=== design 1 ===
## src/rtl/hdmi_axi_line_addr_gen_if.sv

```systemverilog
// Read-request bus between the scan-out address generator and the AXI read master.
//
// Handshake: the generator raises kick with read_addr/read_num stable and keeps
// all three unchanged until it samples busy=1 on a rising clk_vga edge; that
// edge is the transfer. kick then drops for at least one cycle. While busy=1
// the generator does not prepare a new request.
interface hdmi_axi_line_addr_gen_if #(
    parameter int ADDR_W = 32
);
    logic              kick;
    logic [ADDR_W-1:0] read_addr;
    logic [31:0]       read_num;
    logic              busy;

    modport master (output kick, output read_addr, output read_num, input busy);
    modport slave  (input kick, input read_addr, input read_num, output busy);
endinterface

```

## src/rtl/hdmi_axi_line_addr_gen.sv

```systemverilog
// HDMI scan-out read-address generator: walks a frame line by line and issues
// one burst request per BURST_PIXELS chunk, with a shorter final burst when
// the line length is not a burst multiple. Frame base and line stride are
// captured at frame start so a double-buffer flip takes effect cleanly.
module hdmi_axi_line_addr_gen #(
    parameter int X_SIZE       = 256,
    parameter int Y_SIZE       = 256,
    parameter int BPP_BYTES    = 4,
    parameter int BURST_PIXELS = 64,
    parameter int ADDR_W       = 32
) (
    input  logic                     clk_vga,
    input  logic                     rst,
    input  logic                     prefetch_line,
    input  logic [1:0]               pixelena_edge,
    input  logic [ADDR_W-1:0]        frame_base,
    input  logic [ADDR_W-1:0]        line_stride,
    hdmi_axi_line_addr_gen_if.master rd,
    output logic                     line_done,
    output logic                     frame_done,
    output logic                     active,
    output logic [1:0]               dbg_state
);

    // Pixel-to-byte scaling is a shift; only 1, 2 and 4 bytes/pixel are legal.
    localparam int          BPP_SHIFT = (BPP_BYTES == 4) ? 2 : (BPP_BYTES == 2) ? 1 : 0;
    localparam logic [11:0] X_LAST    = 12'(X_SIZE);
    localparam logic [11:0] Y_LAST    = 12'(Y_SIZE);
    localparam logic [11:0] BURST_MAX = 12'(BURST_PIXELS);

    typedef enum logic [1:0] {
        S_IDLE  = 2'd0,
        S_FREE  = 2'd1,
        S_ISSUE = 2'd2,
        S_LINE  = 2'd3
    } state_t;

    state_t            state;
    logic [11:0]       x_cnt;
    logic [11:0]       y_cnt;
    logic [ADDR_W-1:0] line_addr;
    logic [ADDR_W-1:0] stride_q;
    logic [ADDR_W-1:0] addr_q;
    logic [11:0]       num_q;

    logic [11:0]       remaining;
    logic [11:0]       burst_num;
    logic [11:0]       x_next;
    logic [11:0]       y_next;
    logic [ADDR_W-1:0] x_off;

    // Next-request sizing and counter increments; x_cnt + num never exceeds X_SIZE.
    always_comb begin
        remaining = X_LAST - x_cnt;
        burst_num = (remaining > BURST_MAX) ? BURST_MAX : remaining;
        x_next    = x_cnt + num_q;
        y_next    = y_cnt + 12'd1;
        x_off     = ADDR_W'(x_cnt) << BPP_SHIFT;
    end

    // Frame walk: request preparation, handshake, end-of-line and end-of-frame bookkeeping.
    always_ff @(posedge clk_vga) begin
        if (rst) begin
            state      <= S_IDLE;
            x_cnt      <= '0;
            y_cnt      <= '0;
            line_addr  <= '0;
            stride_q   <= '0;
            addr_q     <= '0;
            num_q      <= '0;
            line_done  <= 1'b0;
            frame_done <= 1'b0;
        end else begin
            line_done  <= 1'b0;
            frame_done <= 1'b0;
            case (state)
                S_IDLE: begin
                    if (prefetch_line) begin
                        line_addr <= frame_base;
                        stride_q  <= line_stride;
                        x_cnt     <= '0;
                        y_cnt     <= '0;
                        state     <= S_FREE;
                    end
                end
                S_FREE: begin
                    if (!rd.busy) begin
                        addr_q <= line_addr + x_off;
                        num_q  <= burst_num;
                        state  <= S_ISSUE;
                    end
                end
                S_ISSUE: begin
                    if (rd.busy) begin
                        if (x_next == X_LAST) begin
                            x_cnt     <= '0;
                            y_cnt     <= y_next;
                            line_addr <= line_addr + stride_q;
                            line_done <= 1'b1;
                            if (y_next == Y_LAST) begin
                                frame_done <= 1'b1;
                                state      <= S_IDLE;
                            end else begin
                                state <= S_LINE;
                            end
                        end else begin
                            x_cnt <= x_next;
                            state <= S_FREE;
                        end
                    end
                end
                S_LINE: begin
                    if (pixelena_edge == 2'b01) begin
                        state <= S_FREE;
                    end
                end
                default: state <= S_IDLE;
            endcase
        end
    end

    // Outputs are decodes of registered state, so kick drops the cycle after reset.
    assign rd.kick      = (state == S_ISSUE);
    assign rd.read_addr = addr_q;
    assign rd.read_num  = {20'd0, num_q};
    assign active       = (state != S_IDLE);
    assign dbg_state    = state;

endmodule
```

## src/flat_wrapper.sv

```systemverilog
// flat-port wrapper written by rule: the top's interface ports become plain ports
module hdmi_axi_line_addr_gen_flat 
#(
    parameter int X_SIZE       = 256,
    parameter int Y_SIZE       = 256,
    parameter int BPP_BYTES    = 4,
    parameter int BURST_PIXELS = 64,
    parameter int ADDR_W       = 32
)
  (clk_vga, rst, prefetch_line, pixelena_edge, frame_base, line_stride, line_done, frame_done, active, dbg_state, rd_kick, rd_read_addr, rd_read_num, rd_busy);
  hdmi_axi_line_addr_gen_if #(.ADDR_W(ADDR_W)) rd_i ();
  input  logic clk_vga;
  input  logic rst;
  input  logic prefetch_line;
  input  logic [1:0] pixelena_edge;
  input  logic [ADDR_W-1:0] frame_base;
  input  logic [ADDR_W-1:0] line_stride;
  output logic line_done;
  output logic frame_done;
  output logic active;
  output logic [1:0] dbg_state;
  output wire logic [$bits(rd_i.kick)-1:0] rd_kick;
  output wire logic [$bits(rd_i.read_addr)-1:0] rd_read_addr;
  output wire logic [$bits(rd_i.read_num)-1:0] rd_read_num;
  input wire logic [$bits(rd_i.busy)-1:0] rd_busy;
  assign rd_kick = rd_i.kick;
  assign rd_read_addr = rd_i.read_addr;
  assign rd_read_num = rd_i.read_num;
  assign rd_i.busy = rd_busy;
  hdmi_axi_line_addr_gen #(.X_SIZE(X_SIZE), .Y_SIZE(Y_SIZE), .BPP_BYTES(BPP_BYTES), .BURST_PIXELS(BURST_PIXELS), .ADDR_W(ADDR_W)) u_core (.clk_vga(clk_vga), .rst(rst), .prefetch_line(prefetch_line), .pixelena_edge(pixelena_edge), .frame_base(frame_base), .line_stride(line_stride), .rd(rd_i), .line_done(line_done), .frame_done(frame_done), .active(active), .dbg_state(dbg_state));
endmodule
```

## config.mk

```make
export PLATFORM = sky130hd
export DESIGN_NAME = hdmi_axi_line_addr_gen_flat
export DESIGN_NICKNAME = d
export VERILOG_FILES = /design/src/rtl/hdmi_axi_line_addr_gen_if.sv /design/src/rtl/hdmi_axi_line_addr_gen.sv /design/src/flat_wrapper.sv
export SDC_FILE = /design/constraint.sdc
export NUM_CORES = 1
export LEC_CHECK = 0
export ABC_CLOCK_PERIOD_IN_PS = 3800
export CAP_MARGIN = 15
export CORE_MARGIN = 4
export CORE_UTILIZATION = 34
export CTS_CLUSTER_SIZE = 8
export DETAILED_ROUTE_END_ITERATION = 7
export PLACE_DENSITY = 0.63
export SETUP_SLACK_MARGIN = 0.15
export SLEW_MARGIN = 5
export SYNTH_ARGS = -nofsm -noshare
export SYNTH_HDL_FRONTEND = slang
export SYNTH_SLANG_ARGS = --single-unit
```

## constraint.sdc

```tcl
create_clock -name clk_vga -period 3.8 [get_ports clk_vga]
set_input_delay 0.76 -clock clk_vga [delete_from_list [all_inputs] [get_ports clk_vga]]
set_output_delay 0.76 -clock clk_vga [all_outputs]
set_load 0.005 [all_outputs]
```

**Design 1: met1 routing**

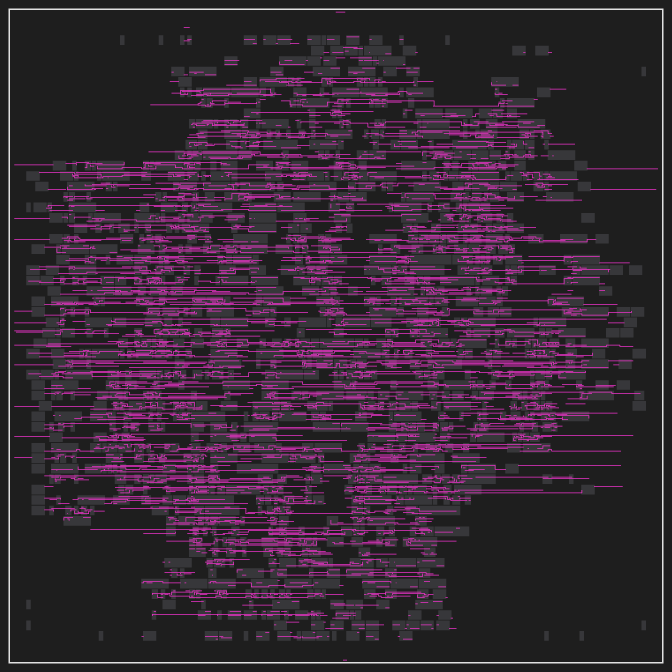
longest straight run: 50.6 um
wire length on this layer: 13200 um

**Design 1: metal 2**

The bar under the picture is 50 um long.
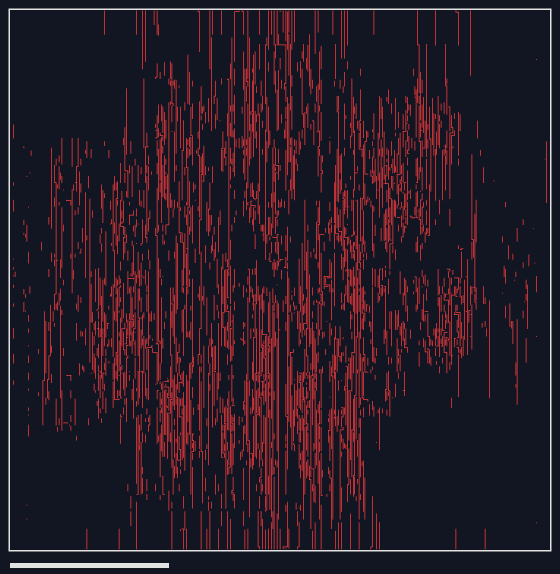
wire length on this layer: 12100 um
nets with wire on the layer: 1111
main direction: vertical

**Design 1: M3 wires**

The bar under the picture is 50 um long.
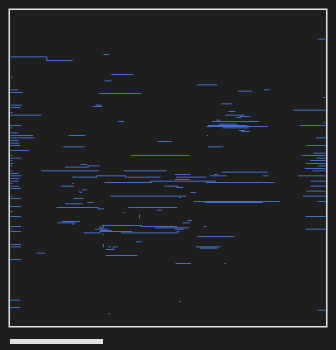
main direction: horizontal
nets with wire on the layer: 135
wire length on this layer: 1450 um

==> deck_impl_summary.md <==
Physical Implementation Snapshot

Yosys
  – YS chip area: 8890 um2
  – FA/HA/MAJ Cells, Area Fraction: 9.26%
  – Cell with the most instances after synthesis: nand2_1
  – Synth Flop Type: dfxtp_1

Run status
  – Status: finished, final reports clean

Hold path
  – Hold path endpoint: u_core.rd.read_addr[5]

Detailed routing
  – Met3 wire length: 1.45 mm
  – DR vias/cell: 5.44
  – Via count: 8562

Power and ir drop
  – Worst VDD drop: 0.209 mV

Cells and area
  – Combinational Area: 5750 um2
  – Final std cells w/o fill: 1575
  – # fillers: 2556
  – Non-Clock Buffer Area Fraction: 12.7%

Critical path
  – R2R Path Start: u_core.x_cnt[0]
  – CP Launch Type: register

Final timing
  – Slew Limit Fails: 0

Place
  – Worst slack, placed: 0.309 ns

Global routing
  – GR Util met1: 26.2%
  – Busiest grt layer: met2

Clock network
  – Clock sink count: 136
==> power by group <==
group          switching (mW)  total [mW]  internal [mW]
combinational           0.774        1.36          0.590
sequential              0.209        1.79           1.58
clock                   0.626        1.73           1.10
total                    1.61        4.88           3.27
==> state kept, by name (all words and copies together), names as in the netlist <==
signal,cells
u_core.frame_done,1
u_core.x_cnt,12
u_core.y_cnt,12
u_core.line_addr,32
u_core.dbg_state,2
u_core.num_q,12
u_core.line_done,1
u_core.stride_q,32
u_core.rd.read_addr,32
==> what timing repair did <==
item,4_1_cts,5_1_grt
gates resized,0,8
buffers inserted,0,1
endpoints found under the setup margin,0,43

=== design 2 ===
[src/rtl/patdet_pkg.sv]
// Shared constants and prefix-match helpers for the serial pattern detector.
// Vectors are carried at PAT_W_MAX width; callers pass the live pattern length.
package patdet_pkg;
  localparam int PAT_W_MAX = 16;
  localparam int CNT_W_MAX = 32;
  localparam logic [PAT_W_MAX-1:0] DEFAULT_PAT = 16'b1001;

  typedef enum logic [2:0] {
    ACT_HOLD,
    ACT_LOAD,
    ACT_STEP,
    ACT_MATCH_OVL,
    ACT_MATCH_RST
  } act_e;

  // seq[0] is the newest bit; the k newest bits are compared against the
  // first k pattern bits (pattern MSB at pw-1). Mask bits of 1 are don't-care.
  function automatic logic prefix_hit(input logic [PAT_W_MAX-1:0] seq, pat, msk,
                                      input int pw, input int k);
    logic [PAT_W_MAX-1:0] lo;
    lo = (PAT_W_MAX'(1) << k) - PAT_W_MAX'(1);
    return (((seq ^ (pat >> (pw - k))) & ~(msk >> (pw - k)) & lo) == '0);
  endfunction

  // Longest proper suffix of the pattern that is also its prefix.
  function automatic int overlap_len(input logic [PAT_W_MAX-1:0] pat, msk, input int pw);
    int r;
    r = 0;
    for (int k = 1; k < PAT_W_MAX; k++)
      if (k < pw && prefix_hit(pat, pat, msk, pw, k)) r = k;
    return r;
  endfunction
endpackage

[src/rtl/pattern_seq_detector_if.sv]
// Control/data bundle of the serial pattern detector.
// Build option PATDET_MASK_EN adds the pat_mask_in signal.
interface pattern_seq_detector_if #(
  parameter int PAT_W = 4,
  parameter int CNT_W = 8
);
  logic                     x, x_valid, pat_load, overlap_en, cnt_clr, z;
  logic [PAT_W-1:0]         pat_in;
  logic [CNT_W-1:0]         match_count;
  logic [$clog2(PAT_W)-1:0] state_o;
`ifdef PATDET_MASK_EN
  logic [PAT_W-1:0]         pat_mask_in;

  modport master (output x, x_valid, pat_load, pat_in, pat_mask_in, overlap_en, cnt_clr,
                  input z, match_count, state_o);
  modport slave  (input x, x_valid, pat_load, pat_in, pat_mask_in, overlap_en, cnt_clr,
                  output z, match_count, state_o);
`else
  modport master (output x, x_valid, pat_load, pat_in, overlap_en, cnt_clr,
                  input z, match_count, state_o);
  modport slave  (input x, x_valid, pat_load, pat_in, overlap_en, cnt_clr,
                  output z, match_count, state_o);
`endif
endinterface

[src/rtl/patdet_sat_counter.sv]
// Saturating up-counter; clr wins over inc, never wraps past all-ones.
module patdet_sat_counter #(
  parameter int CNT_W = 8
) (
  input  logic             clock,
  input  logic             reset,
  input  logic             inc,
  input  logic             clr,
  output logic [CNT_W-1:0] count
);
  always_ff @(posedge clock or posedge reset)
    if (reset)                    count <= '0;
    else if (clr)                 count <= '0;
    else if (inc && count != '1)  count <= count + CNT_W'(1);
endmodule

[src/rtl/pattern_seq_detector.sv]
// Mealy serial pattern detector: loadable pattern, overlap select, saturating match count.
// Build option PATDET_MASK_EN adds a per-position don't-care mask loaded with the pattern.
module pattern_seq_detector
  import patdet_pkg::*;
#(
  parameter int               PAT_W           = 4,
  parameter int               CNT_W           = 8,
  parameter logic [PAT_W-1:0] DEFAULT_PATTERN = PAT_W'(DEFAULT_PAT)
) (
  input logic                   clock,
  input logic                   reset,
  pattern_seq_detector_if.slave bus
);
  localparam int SW = $clog2(PAT_W);
  localparam logic [SW-1:0] S_FULL = SW'(PAT_W - 1);

  logic [PAT_W-1:0] pattern, mask, window;
  logic [PAT_W-2:0] hist, hist_next;           // hist[0] = newest accepted bit
  logic [SW-1:0]    state, state_next, hist_len, hist_len_next;
  logic             accept, z_raw;
  act_e             act;
  int               scan, restart;

  always_ff @(posedge clock or posedge reset)
    if (reset)             pattern <= DEFAULT_PATTERN;
    else if (bus.pat_load) pattern <= bus.pat_in;

`ifdef PATDET_MASK_EN
  always_ff @(posedge clock or posedge reset)
    if (reset)             mask <= '0;
    else if (bus.pat_load) mask <= bus.pat_mask_in;
`else
  assign mask = '0;
`endif

  assign window = {hist, bus.x};
  assign accept = bus.x_valid & ~bus.pat_load;
  assign z_raw  = accept && (state == S_FULL) && (mask[0] || bus.x == pattern[0]);
  assign bus.z  = z_raw & ~reset;
  assign bus.state_o = state;

  // Longest pattern prefix ending on the incoming bit; hist_len keeps
  // cleared (non-accepted) history positions out of the comparison.
  always_comb begin
    scan = 0;
    for (int k = 1; k < PAT_W; k++)
      if (k <= int'(hist_len) + 1 &&
          prefix_hit(PAT_W_MAX'(window), PAT_W_MAX'(pattern), PAT_W_MAX'(mask), PAT_W, k))
        scan = k;
  end

  // With don't-cares the real bits decide the restart, so reuse the scan.
`ifdef PATDET_MASK_EN
  assign restart = scan;
`else
  assign restart = overlap_len(PAT_W_MAX'(pattern), '0, PAT_W);
`endif

  always_comb begin
    act = ACT_HOLD;
    if (bus.pat_load) act = ACT_LOAD;
    else if (z_raw)   act = bus.overlap_en ? ACT_MATCH_OVL : ACT_MATCH_RST;
    else if (accept)  act = ACT_STEP;

    state_next    = state;
    hist_next     = hist;
    hist_len_next = hist_len;
    case (act)
      ACT_HOLD: ;
      ACT_LOAD, ACT_MATCH_RST: begin
        state_next    = '0;
        hist_next     = '0;
        hist_len_next = '0;
      end
      ACT_STEP, ACT_MATCH_OVL: begin
        hist_next     = window[PAT_W-2:0];
        hist_len_next = (hist_len == S_FULL) ? S_FULL : hist_len + SW'(1);
        state_next    = (act == ACT_STEP) ? SW'(scan) : SW'(restart);
      end
      default: begin
        state_next    = '0;
        hist_next     = '0;
        hist_len_next = '0;
      end
    endcase
  end

  always_ff @(posedge clock or posedge reset)
    if (reset) begin
      state    <= '0;
      hist     <= '0;
      hist_len <= '0;
    end else begin
      state    <= state_next;
      hist     <= hist_next;
      hist_len <= hist_len_next;
    end

  patdet_sat_counter #(.CNT_W(CNT_W)) u_cnt (
    .clock (clock),
    .reset (reset),
    .inc   (z_raw),
    .clr   (bus.cnt_clr),
    .count (bus.match_count)
  );
endmodule

[src/flat_wrapper.sv]
// flat-port wrapper written by rule: the top's interface ports become plain ports
module pattern_seq_detector_flat import patdet_pkg::*;
#(
  parameter int               PAT_W           = 4,
  parameter int               CNT_W           = 8,
  parameter logic [PAT_W-1:0] DEFAULT_PATTERN = PAT_W'(DEFAULT_PAT)
)
  (clock, reset, bus_x, bus_x_valid, bus_pat_load, bus_pat_in, bus_overlap_en, bus_cnt_clr, bus_z, bus_match_count, bus_state_o);
  pattern_seq_detector_if #(.PAT_W(PAT_W), .CNT_W(CNT_W)) bus_i ();
  input logic clock;
  input logic reset;
  input wire logic [$bits(bus_i.x)-1:0] bus_x;
  input wire logic [$bits(bus_i.x_valid)-1:0] bus_x_valid;
  input wire logic [$bits(bus_i.pat_load)-1:0] bus_pat_load;
  input wire logic [$bits(bus_i.pat_in)-1:0] bus_pat_in;
  input wire logic [$bits(bus_i.overlap_en)-1:0] bus_overlap_en;
  input wire logic [$bits(bus_i.cnt_clr)-1:0] bus_cnt_clr;
  output wire logic [$bits(bus_i.z)-1:0] bus_z;
  output wire logic [$bits(bus_i.match_count)-1:0] bus_match_count;
  output wire logic [$bits(bus_i.state_o)-1:0] bus_state_o;
  assign bus_i.x = bus_x;
  assign bus_i.x_valid = bus_x_valid;
  assign bus_i.pat_load = bus_pat_load;
  assign bus_i.pat_in = bus_pat_in;
  assign bus_i.overlap_en = bus_overlap_en;
  assign bus_i.cnt_clr = bus_cnt_clr;
  assign bus_z = bus_i.z;
  assign bus_match_count = bus_i.match_count;
  assign bus_state_o = bus_i.state_o;
  pattern_seq_detector #(.PAT_W(PAT_W), .CNT_W(CNT_W), .DEFAULT_PATTERN(DEFAULT_PATTERN)) u_core (.clock(clock), .reset(reset), .bus(bus_i));
endmodule
[config.mk]
export PLATFORM = sky130hd
export DESIGN_NAME = pattern_seq_detector_flat
export DESIGN_NICKNAME = d
export VERILOG_FILES = /design/src/rtl/patdet_pkg.sv /design/src/rtl/pattern_seq_detector_if.sv /design/src/rtl/patdet_sat_counter.sv /design/src/rtl/pattern_seq_detector.sv /design/src/flat_wrapper.sv
export SDC_FILE = /design/constraint.sdc
export NUM_CORES = 1
export LEC_CHECK = 0
export ABC_AREA = 1
export CAP_MARGIN = 20
export CORE_ASPECT_RATIO = 1.4
export CORE_MARGIN = 3
export CORE_UTILIZATION = 50
export DETAILED_ROUTE_END_ITERATION = 12
export PLACE_DENSITY = 0.82
export SLEW_MARGIN = 20
export SYNTH_ARGS = -nofsm -noshare
export SYNTH_HDL_FRONTEND = slang
export SYNTH_HIERARCHICAL = 1
export SYNTH_SLANG_ARGS = --single-unit
[constraint.sdc]
create_clock -name clock -period 2.55 [get_ports clock]
set_input_delay 0.765 -clock clock [delete_from_list [all_inputs] [get_ports clock]]
set_output_delay 0.765 -clock clock [all_outputs]
set_load 0.03 [all_outputs]
**Design 2: met1 routing**

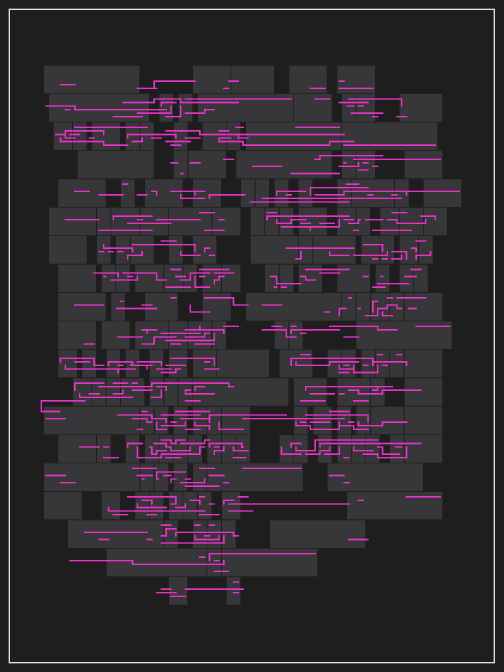
main direction: horizontal
longest straight run: 13.8 um
wire length on this layer: 912 um
nets with wire on the layer: 172
share of all routed wire: 39%

==> deck_impl_summary.md <==
Physical Implementation Snapshot

Yosys
  – Synth Flop Type: dfrtp_1
  – Seq share, synth: 39.9%
  – Async SR Flop Fraction: 100%
  – Synth Instances: 159
  – Ys cells: 159
  – Top logic family: simple AND/OR/NAND/NOR gates
  – Synth top area share: 35.2%
  – Mapped cell area: 1140 um2
  – Cell with the most instances after synthesis: nand2_1

Final timing
  – Final setup viols: 0
  – Setup TNS: 0 ns
  – Slew Limit Fails: 0

Clock network
  – Cts bufs inserted: 3
  – Post-CTS sizing: 0
  – H-tree depth: 1
  – Root buf cell: clkbuf_4

Cells and area
  – Clock buffer count: 4
  – Clock network area share: 2.50%
  – Multi-In Gates: 118
  – FF+latch area: 453 um2
  – Final std cells w/o fill: 210
  – Largest regs: u_core/u_cnt/count (8), u_core/pattern (4)
  – Combinational Area: 584 um2
  – Final standard cell area without fillers: 1450 um2
  – Most numerous logic cells after layout: nand2_1, inv_1, clkdlybuf4s50_1, dfrtp_1, nor2_1

Detailed routing
  – Highest Signal Layer: met4
  – Iter 0 DRT Violations: 23

Place
  – DP Wirelength: 1.93 mm
  – Post-DP Area: 1400 um2
  – Worst slack, placed: 0.00890 ns

Floorplan
  – Die width: 46.3 um
  – FP Rows: 19

Run status
  – Status: finished, final reports clean

Critical path
  – Crit-path max FO: 3
  – Crit-path slowest cell: clkdlybuf4s50_1
  – Crit Path Class: in -> out
  – Max incr delay on CP: 0.47 ns
  – Worst R2R Path Depth: 9
  – Stages on the worst setup path: 3

Run
  – Maxcap violations: 0

Global routing
  – Total global routing overflow: 0
  – Initial antenna violation count: 0

Power and ir drop
  – Worst VDD drop: 0.291 mV
**Design 2: metal 2**

The bar under the picture is 10 um long.
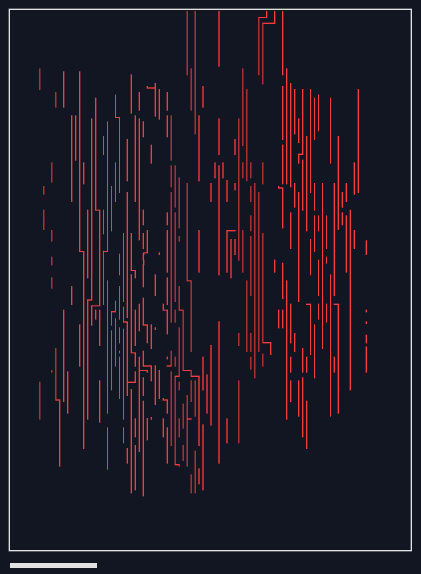
wire length on this layer: 1300 um
main direction: vertical
share of all routed wire: 55%

power breakdown:
group	internal (mW)	switching, mW	leakage (nW)
registers	0.303	0.0163	0.235
logic	0.0527	0.0687	0.519
clock network	0.0868	0.0841	0.0210
total	0.443	0.169	0.775
final timing paths:
check	from	end	slack, ns
max	reset	bus_z	0.29
min	u_core/hist_len[0]	u_core/hist_len[0]	0.52
max reg2reg	u_core/pattern[0]	u_core/u_cnt/count[3]	0.89
min reg2reg	u_core/hist_len[0]	u_core/hist_len[0]	0.52
max in group asynchronous	reset	u_core/pattern[0]	1.37
min in group asynchronous	reset	u_core/u_cnt/count[5]	0.82

=== design 3 ===
`config.mk`:
```
export PLATFORM = sky130hd
export DESIGN_NAME = fetch_pair_queue
export DESIGN_NICKNAME = d
export VERILOG_FILES = /design/src/rtl/fetch_pair_queue_pkg.sv /design/src/rtl/fetch_pair_queue_pair_fifo.sv /design/src/rtl/fetch_pair_queue.sv
export SDC_FILE = /design/constraint.sdc
export NUM_CORES = 1
export LEC_CHECK = 0
export CAP_MARGIN = 10
export CORE_MARGIN = 5
export CORE_UTILIZATION = 50
export CTS_CLUSTER_DIAMETER = 150
export DETAILED_ROUTE_END_ITERATION = 8
export HOLD_SLACK_MARGIN = 0.02
export PLACE_DENSITY = 0.71
export RECOVER_POWER = 50
export SLEW_MARGIN = 10
export SYNTH_ARGS = -nofsm -noshare
export SYNTH_HDL_FRONTEND = slang
export SYNTH_SLANG_ARGS = --single-unit
```
`constraint.sdc`:
```
create_clock -name clk -period 4.73 [get_ports clk]
set_input_delay 0.7095 -clock clk [delete_from_list [all_inputs] [get_ports clk]]
set_output_delay 0.7095 -clock clk [all_outputs]
set_load 0.005 [all_outputs]
```
`src/rtl/fetch_pair_queue_pkg.sv`:
```
// Shared fetch-stage types and constants: widths, fetch stride and the queue entry layout.
package fetch_pair_queue_pkg;

    localparam int unsigned    INSTR_W          = 32;
    localparam int unsigned    ADDR_W           = 32;
    localparam logic [31:0]    FETCH_STEP       = 32'd8;
    localparam logic [31:0]    RESET_PC_DEFAULT = 32'h0000_0000;

    typedef struct packed {
        logic [ADDR_W-1:0]  pc;
        logic [INSTR_W-1:0] i1;
        logic [INSTR_W-1:0] i2;
    } fetch_entry_t;

endpackage

```
`src/rtl/fetch_pair_queue_pair_fifo.sv`:
```
// Circular FIFO of fetched pairs with single-cycle flush; push and pop may coincide when full.
module fetch_pair_queue_pair_fifo #(
    parameter int unsigned Depth = 4,
    parameter int unsigned PtrW  = 2,
    parameter int unsigned Width = 96
) (
    input  logic             clk,
    input  logic             rs_n,
    input  logic             push_i,
    input  logic             pop_i,
    input  logic             flush_i,
    input  logic [Width-1:0] din_i,
    output logic [Width-1:0] dout_o,
    output logic [PtrW:0]    count_o
);

    logic [Width-1:0] mem_q [Depth];
    logic [PtrW-1:0]  wr_ptr_q, wr_ptr_d;
    logic [PtrW-1:0]  rd_ptr_q, rd_ptr_d;
    logic [PtrW:0]    count_q, count_d;

    // Storage needs no reset; only the pointers and count define validity.
    always_ff @(posedge clk) begin
        if (push_i && !flush_i) begin
            mem_q[wr_ptr_q] <= din_i;
        end
    end

    always_comb begin
        wr_ptr_d = wr_ptr_q;
        rd_ptr_d = rd_ptr_q;
        count_d  = count_q;
        if (flush_i) begin
            wr_ptr_d = '0;
            rd_ptr_d = '0;
            count_d  = '0;
        end else begin
            if (push_i) wr_ptr_d = wr_ptr_q + PtrW'(1);
            if (pop_i)  rd_ptr_d = rd_ptr_q + PtrW'(1);
            unique case ({push_i, pop_i})
                2'b10:   count_d = count_q + (PtrW+1)'(1);
                2'b01:   count_d = count_q - (PtrW+1)'(1);
                default: count_d = count_q;
            endcase
        end
    end

    always_ff @(posedge clk or negedge rs_n) begin
        if (!rs_n) begin
            wr_ptr_q <= '0;
            rd_ptr_q <= '0;
            count_q  <= '0;
        end else begin
            wr_ptr_q <= wr_ptr_d;
            rd_ptr_q <= rd_ptr_d;
            count_q  <= count_d;
        end
    end

    assign dout_o  = mem_q[rd_ptr_q];
    assign count_o = count_q;

endmodule

```
`src/rtl/fetch_pair_queue.sv`:
```
// Fetch stage: owns the fetch PC, queues instruction pairs from imem and feeds the dual decoder.
module fetch_pair_queue
    import fetch_pair_queue_pkg::*;
#(
    parameter logic [31:0] RESET_PC = RESET_PC_DEFAULT,
    parameter int unsigned DEPTH    = 4,
    parameter int unsigned PTR_W    = 2
) (
    input  logic               clk,
    input  logic               rs_n,
    output logic [ADDR_W-1:0]  imem_addr,
    input  logic [INSTR_W-1:0] imem_i1,
    input  logic [INSTR_W-1:0] imem_i2,
    input  logic               redirect,
    input  logic [ADDR_W-1:0]  redirect_pc,
    output logic               dec_valid,
    input  logic               dec_ready,
    output logic [INSTR_W-1:0] dec_i1,
    output logic [INSTR_W-1:0] dec_i2,
    output logic [ADDR_W-1:0]  dec_pc,
    output logic [PTR_W:0]     q_count
);

    logic [ADDR_W-1:0] fetch_pc_q, fetch_pc_d;
    logic              push, pop, full;
    fetch_entry_t      wr_entry, head;
    logic [PTR_W:0]    count;

    assign full = (count == (PTR_W+1)'(DEPTH));
    assign pop  = dec_valid & dec_ready;
    // A full queue still accepts a push when the head leaves in the same cycle.
    assign push = !redirect & (!full | pop);

    assign wr_entry = '{pc: fetch_pc_q, i1: imem_i1, i2: imem_i2};

    always_comb begin
        fetch_pc_d = fetch_pc_q;
        if (redirect) begin
            fetch_pc_d = redirect_pc & ~32'h3;
        end else if (push) begin
            fetch_pc_d = fetch_pc_q + FETCH_STEP;
        end
    end

    always_ff @(posedge clk or negedge rs_n) begin
        if (!rs_n) begin
            fetch_pc_q <= RESET_PC;
        end else begin
            fetch_pc_q <= fetch_pc_d;
        end
    end

    fetch_pair_queue_pair_fifo #(
        .Depth (DEPTH),
        .PtrW  (PTR_W),
        .Width ($bits(fetch_entry_t))
    ) u_pair_fifo (
        .clk     (clk),
        .rs_n    (rs_n),
        .push_i  (push),
        .pop_i   (pop),
        .flush_i (redirect),
        .din_i   (wr_entry),
        .dout_o  (head),
        .count_o (count)
    );

    assign imem_addr = fetch_pc_q;
    assign q_count   = count;
    assign dec_valid = (count != '0);
    assign dec_pc    = dec_valid ? head.pc : '0;
    assign dec_i1    = dec_valid ? head.i1 : '0;
    assign dec_i2    = dec_valid ? head.i2 : '0;

endmodule

```
==> deck_impl_summary.md <==
Physical Implementation Snapshot

Yosys
  – Async SR Flop Fraction: 8.96%
  – Synth top cells by count: edfxtp_1, and2_1, mux4_2
  – Synth top area share: 68.8%
  – Yosys synthesis warning count: 0

Cells and area
  – Area growth, synth to finish: 24.6%
  – Number of flip-flops in the largest register: 376
  – Repair and plain buffers: 238
  – Inverters: 5

Final timing
  – Fin. Hold Viols: 0
  – Slew Limit Fails: 123

Place
  – Placed insts: 1486

Run status
  – Status: finished, violations left
  – Failing checks: max-capacitance violations, max-slew violations

Power and ir drop
  – Clock group power: 3.09 mW
  – Sw power: 2.61 mW
  – Top power group: sequential cells
  – Worst VDD drop: 0.278 mV

Detailed routing
  – Via count: 8653

Run
  – Maxcap violations: 3

Critical path
  – R2R setup slack: 1.27 ns
  – Stages on the worst setup path: 4
  – CP Launch Type: input pin

Clock network
  – Setup Fix Bufs, Post-CTS: 0
  – Cts bufs inserted: 42

Floorplan
  – Fp util: 50.5%
  – Die width: 191 um
## placed cells by master (no fill, tap or decap), types with 4 or more instances in the layout
master           count
conb_1               4
and2_1              96
clkdlybuf4s50_1    149
a31oi_1             13
clkbuf_16           43
clkinv_2             5
ha_1                 5
clkbuf_1            18
o31ai_1             10
nor3_1               5
buf_4                8
nor4_1               4
o21ai_0             17
edfxtp_1           376
or3_1                7
dfrtp_1             35
inv_1                5
nand4_1              9
nand2_1             32
clkinv_1             7
nor2_1              20
or4_1               15
nand3_1              8
mux4_2              94
dlygate4sd3_1       75
xnor2_1             11
**Design 3: met1 routing**

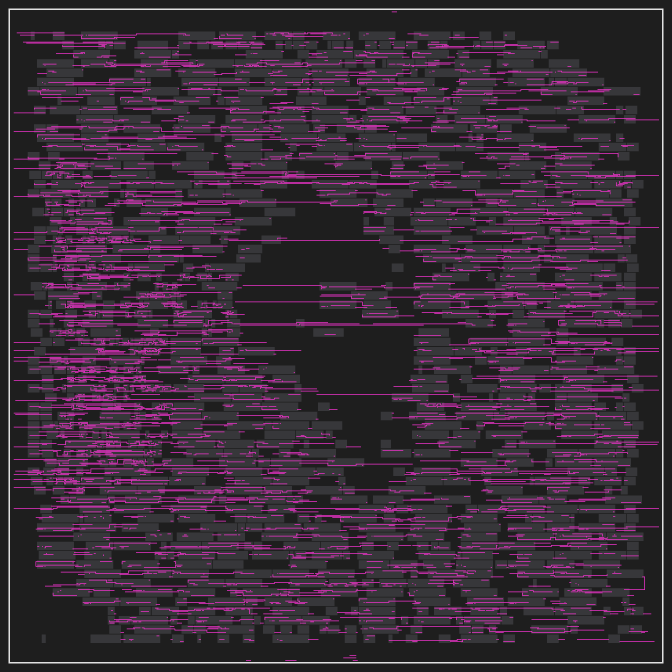
main direction: horizontal
longest straight run: 52.9 um
wire length on this layer: 14300 um
share of all routed wire: 43%

**Design 3: metal 2**

The bar under the picture is 50 um long.
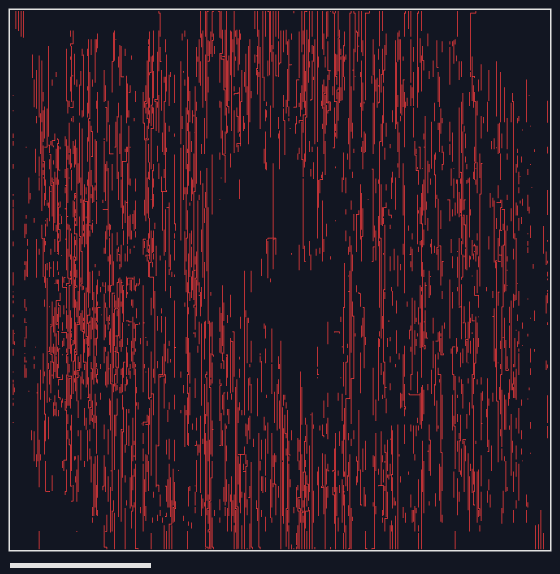
share of all routed wire: 49%
nets with wire on the layer: 1050
wire length on this layer: 16400 um


Power and IR drop assume default switching activity.
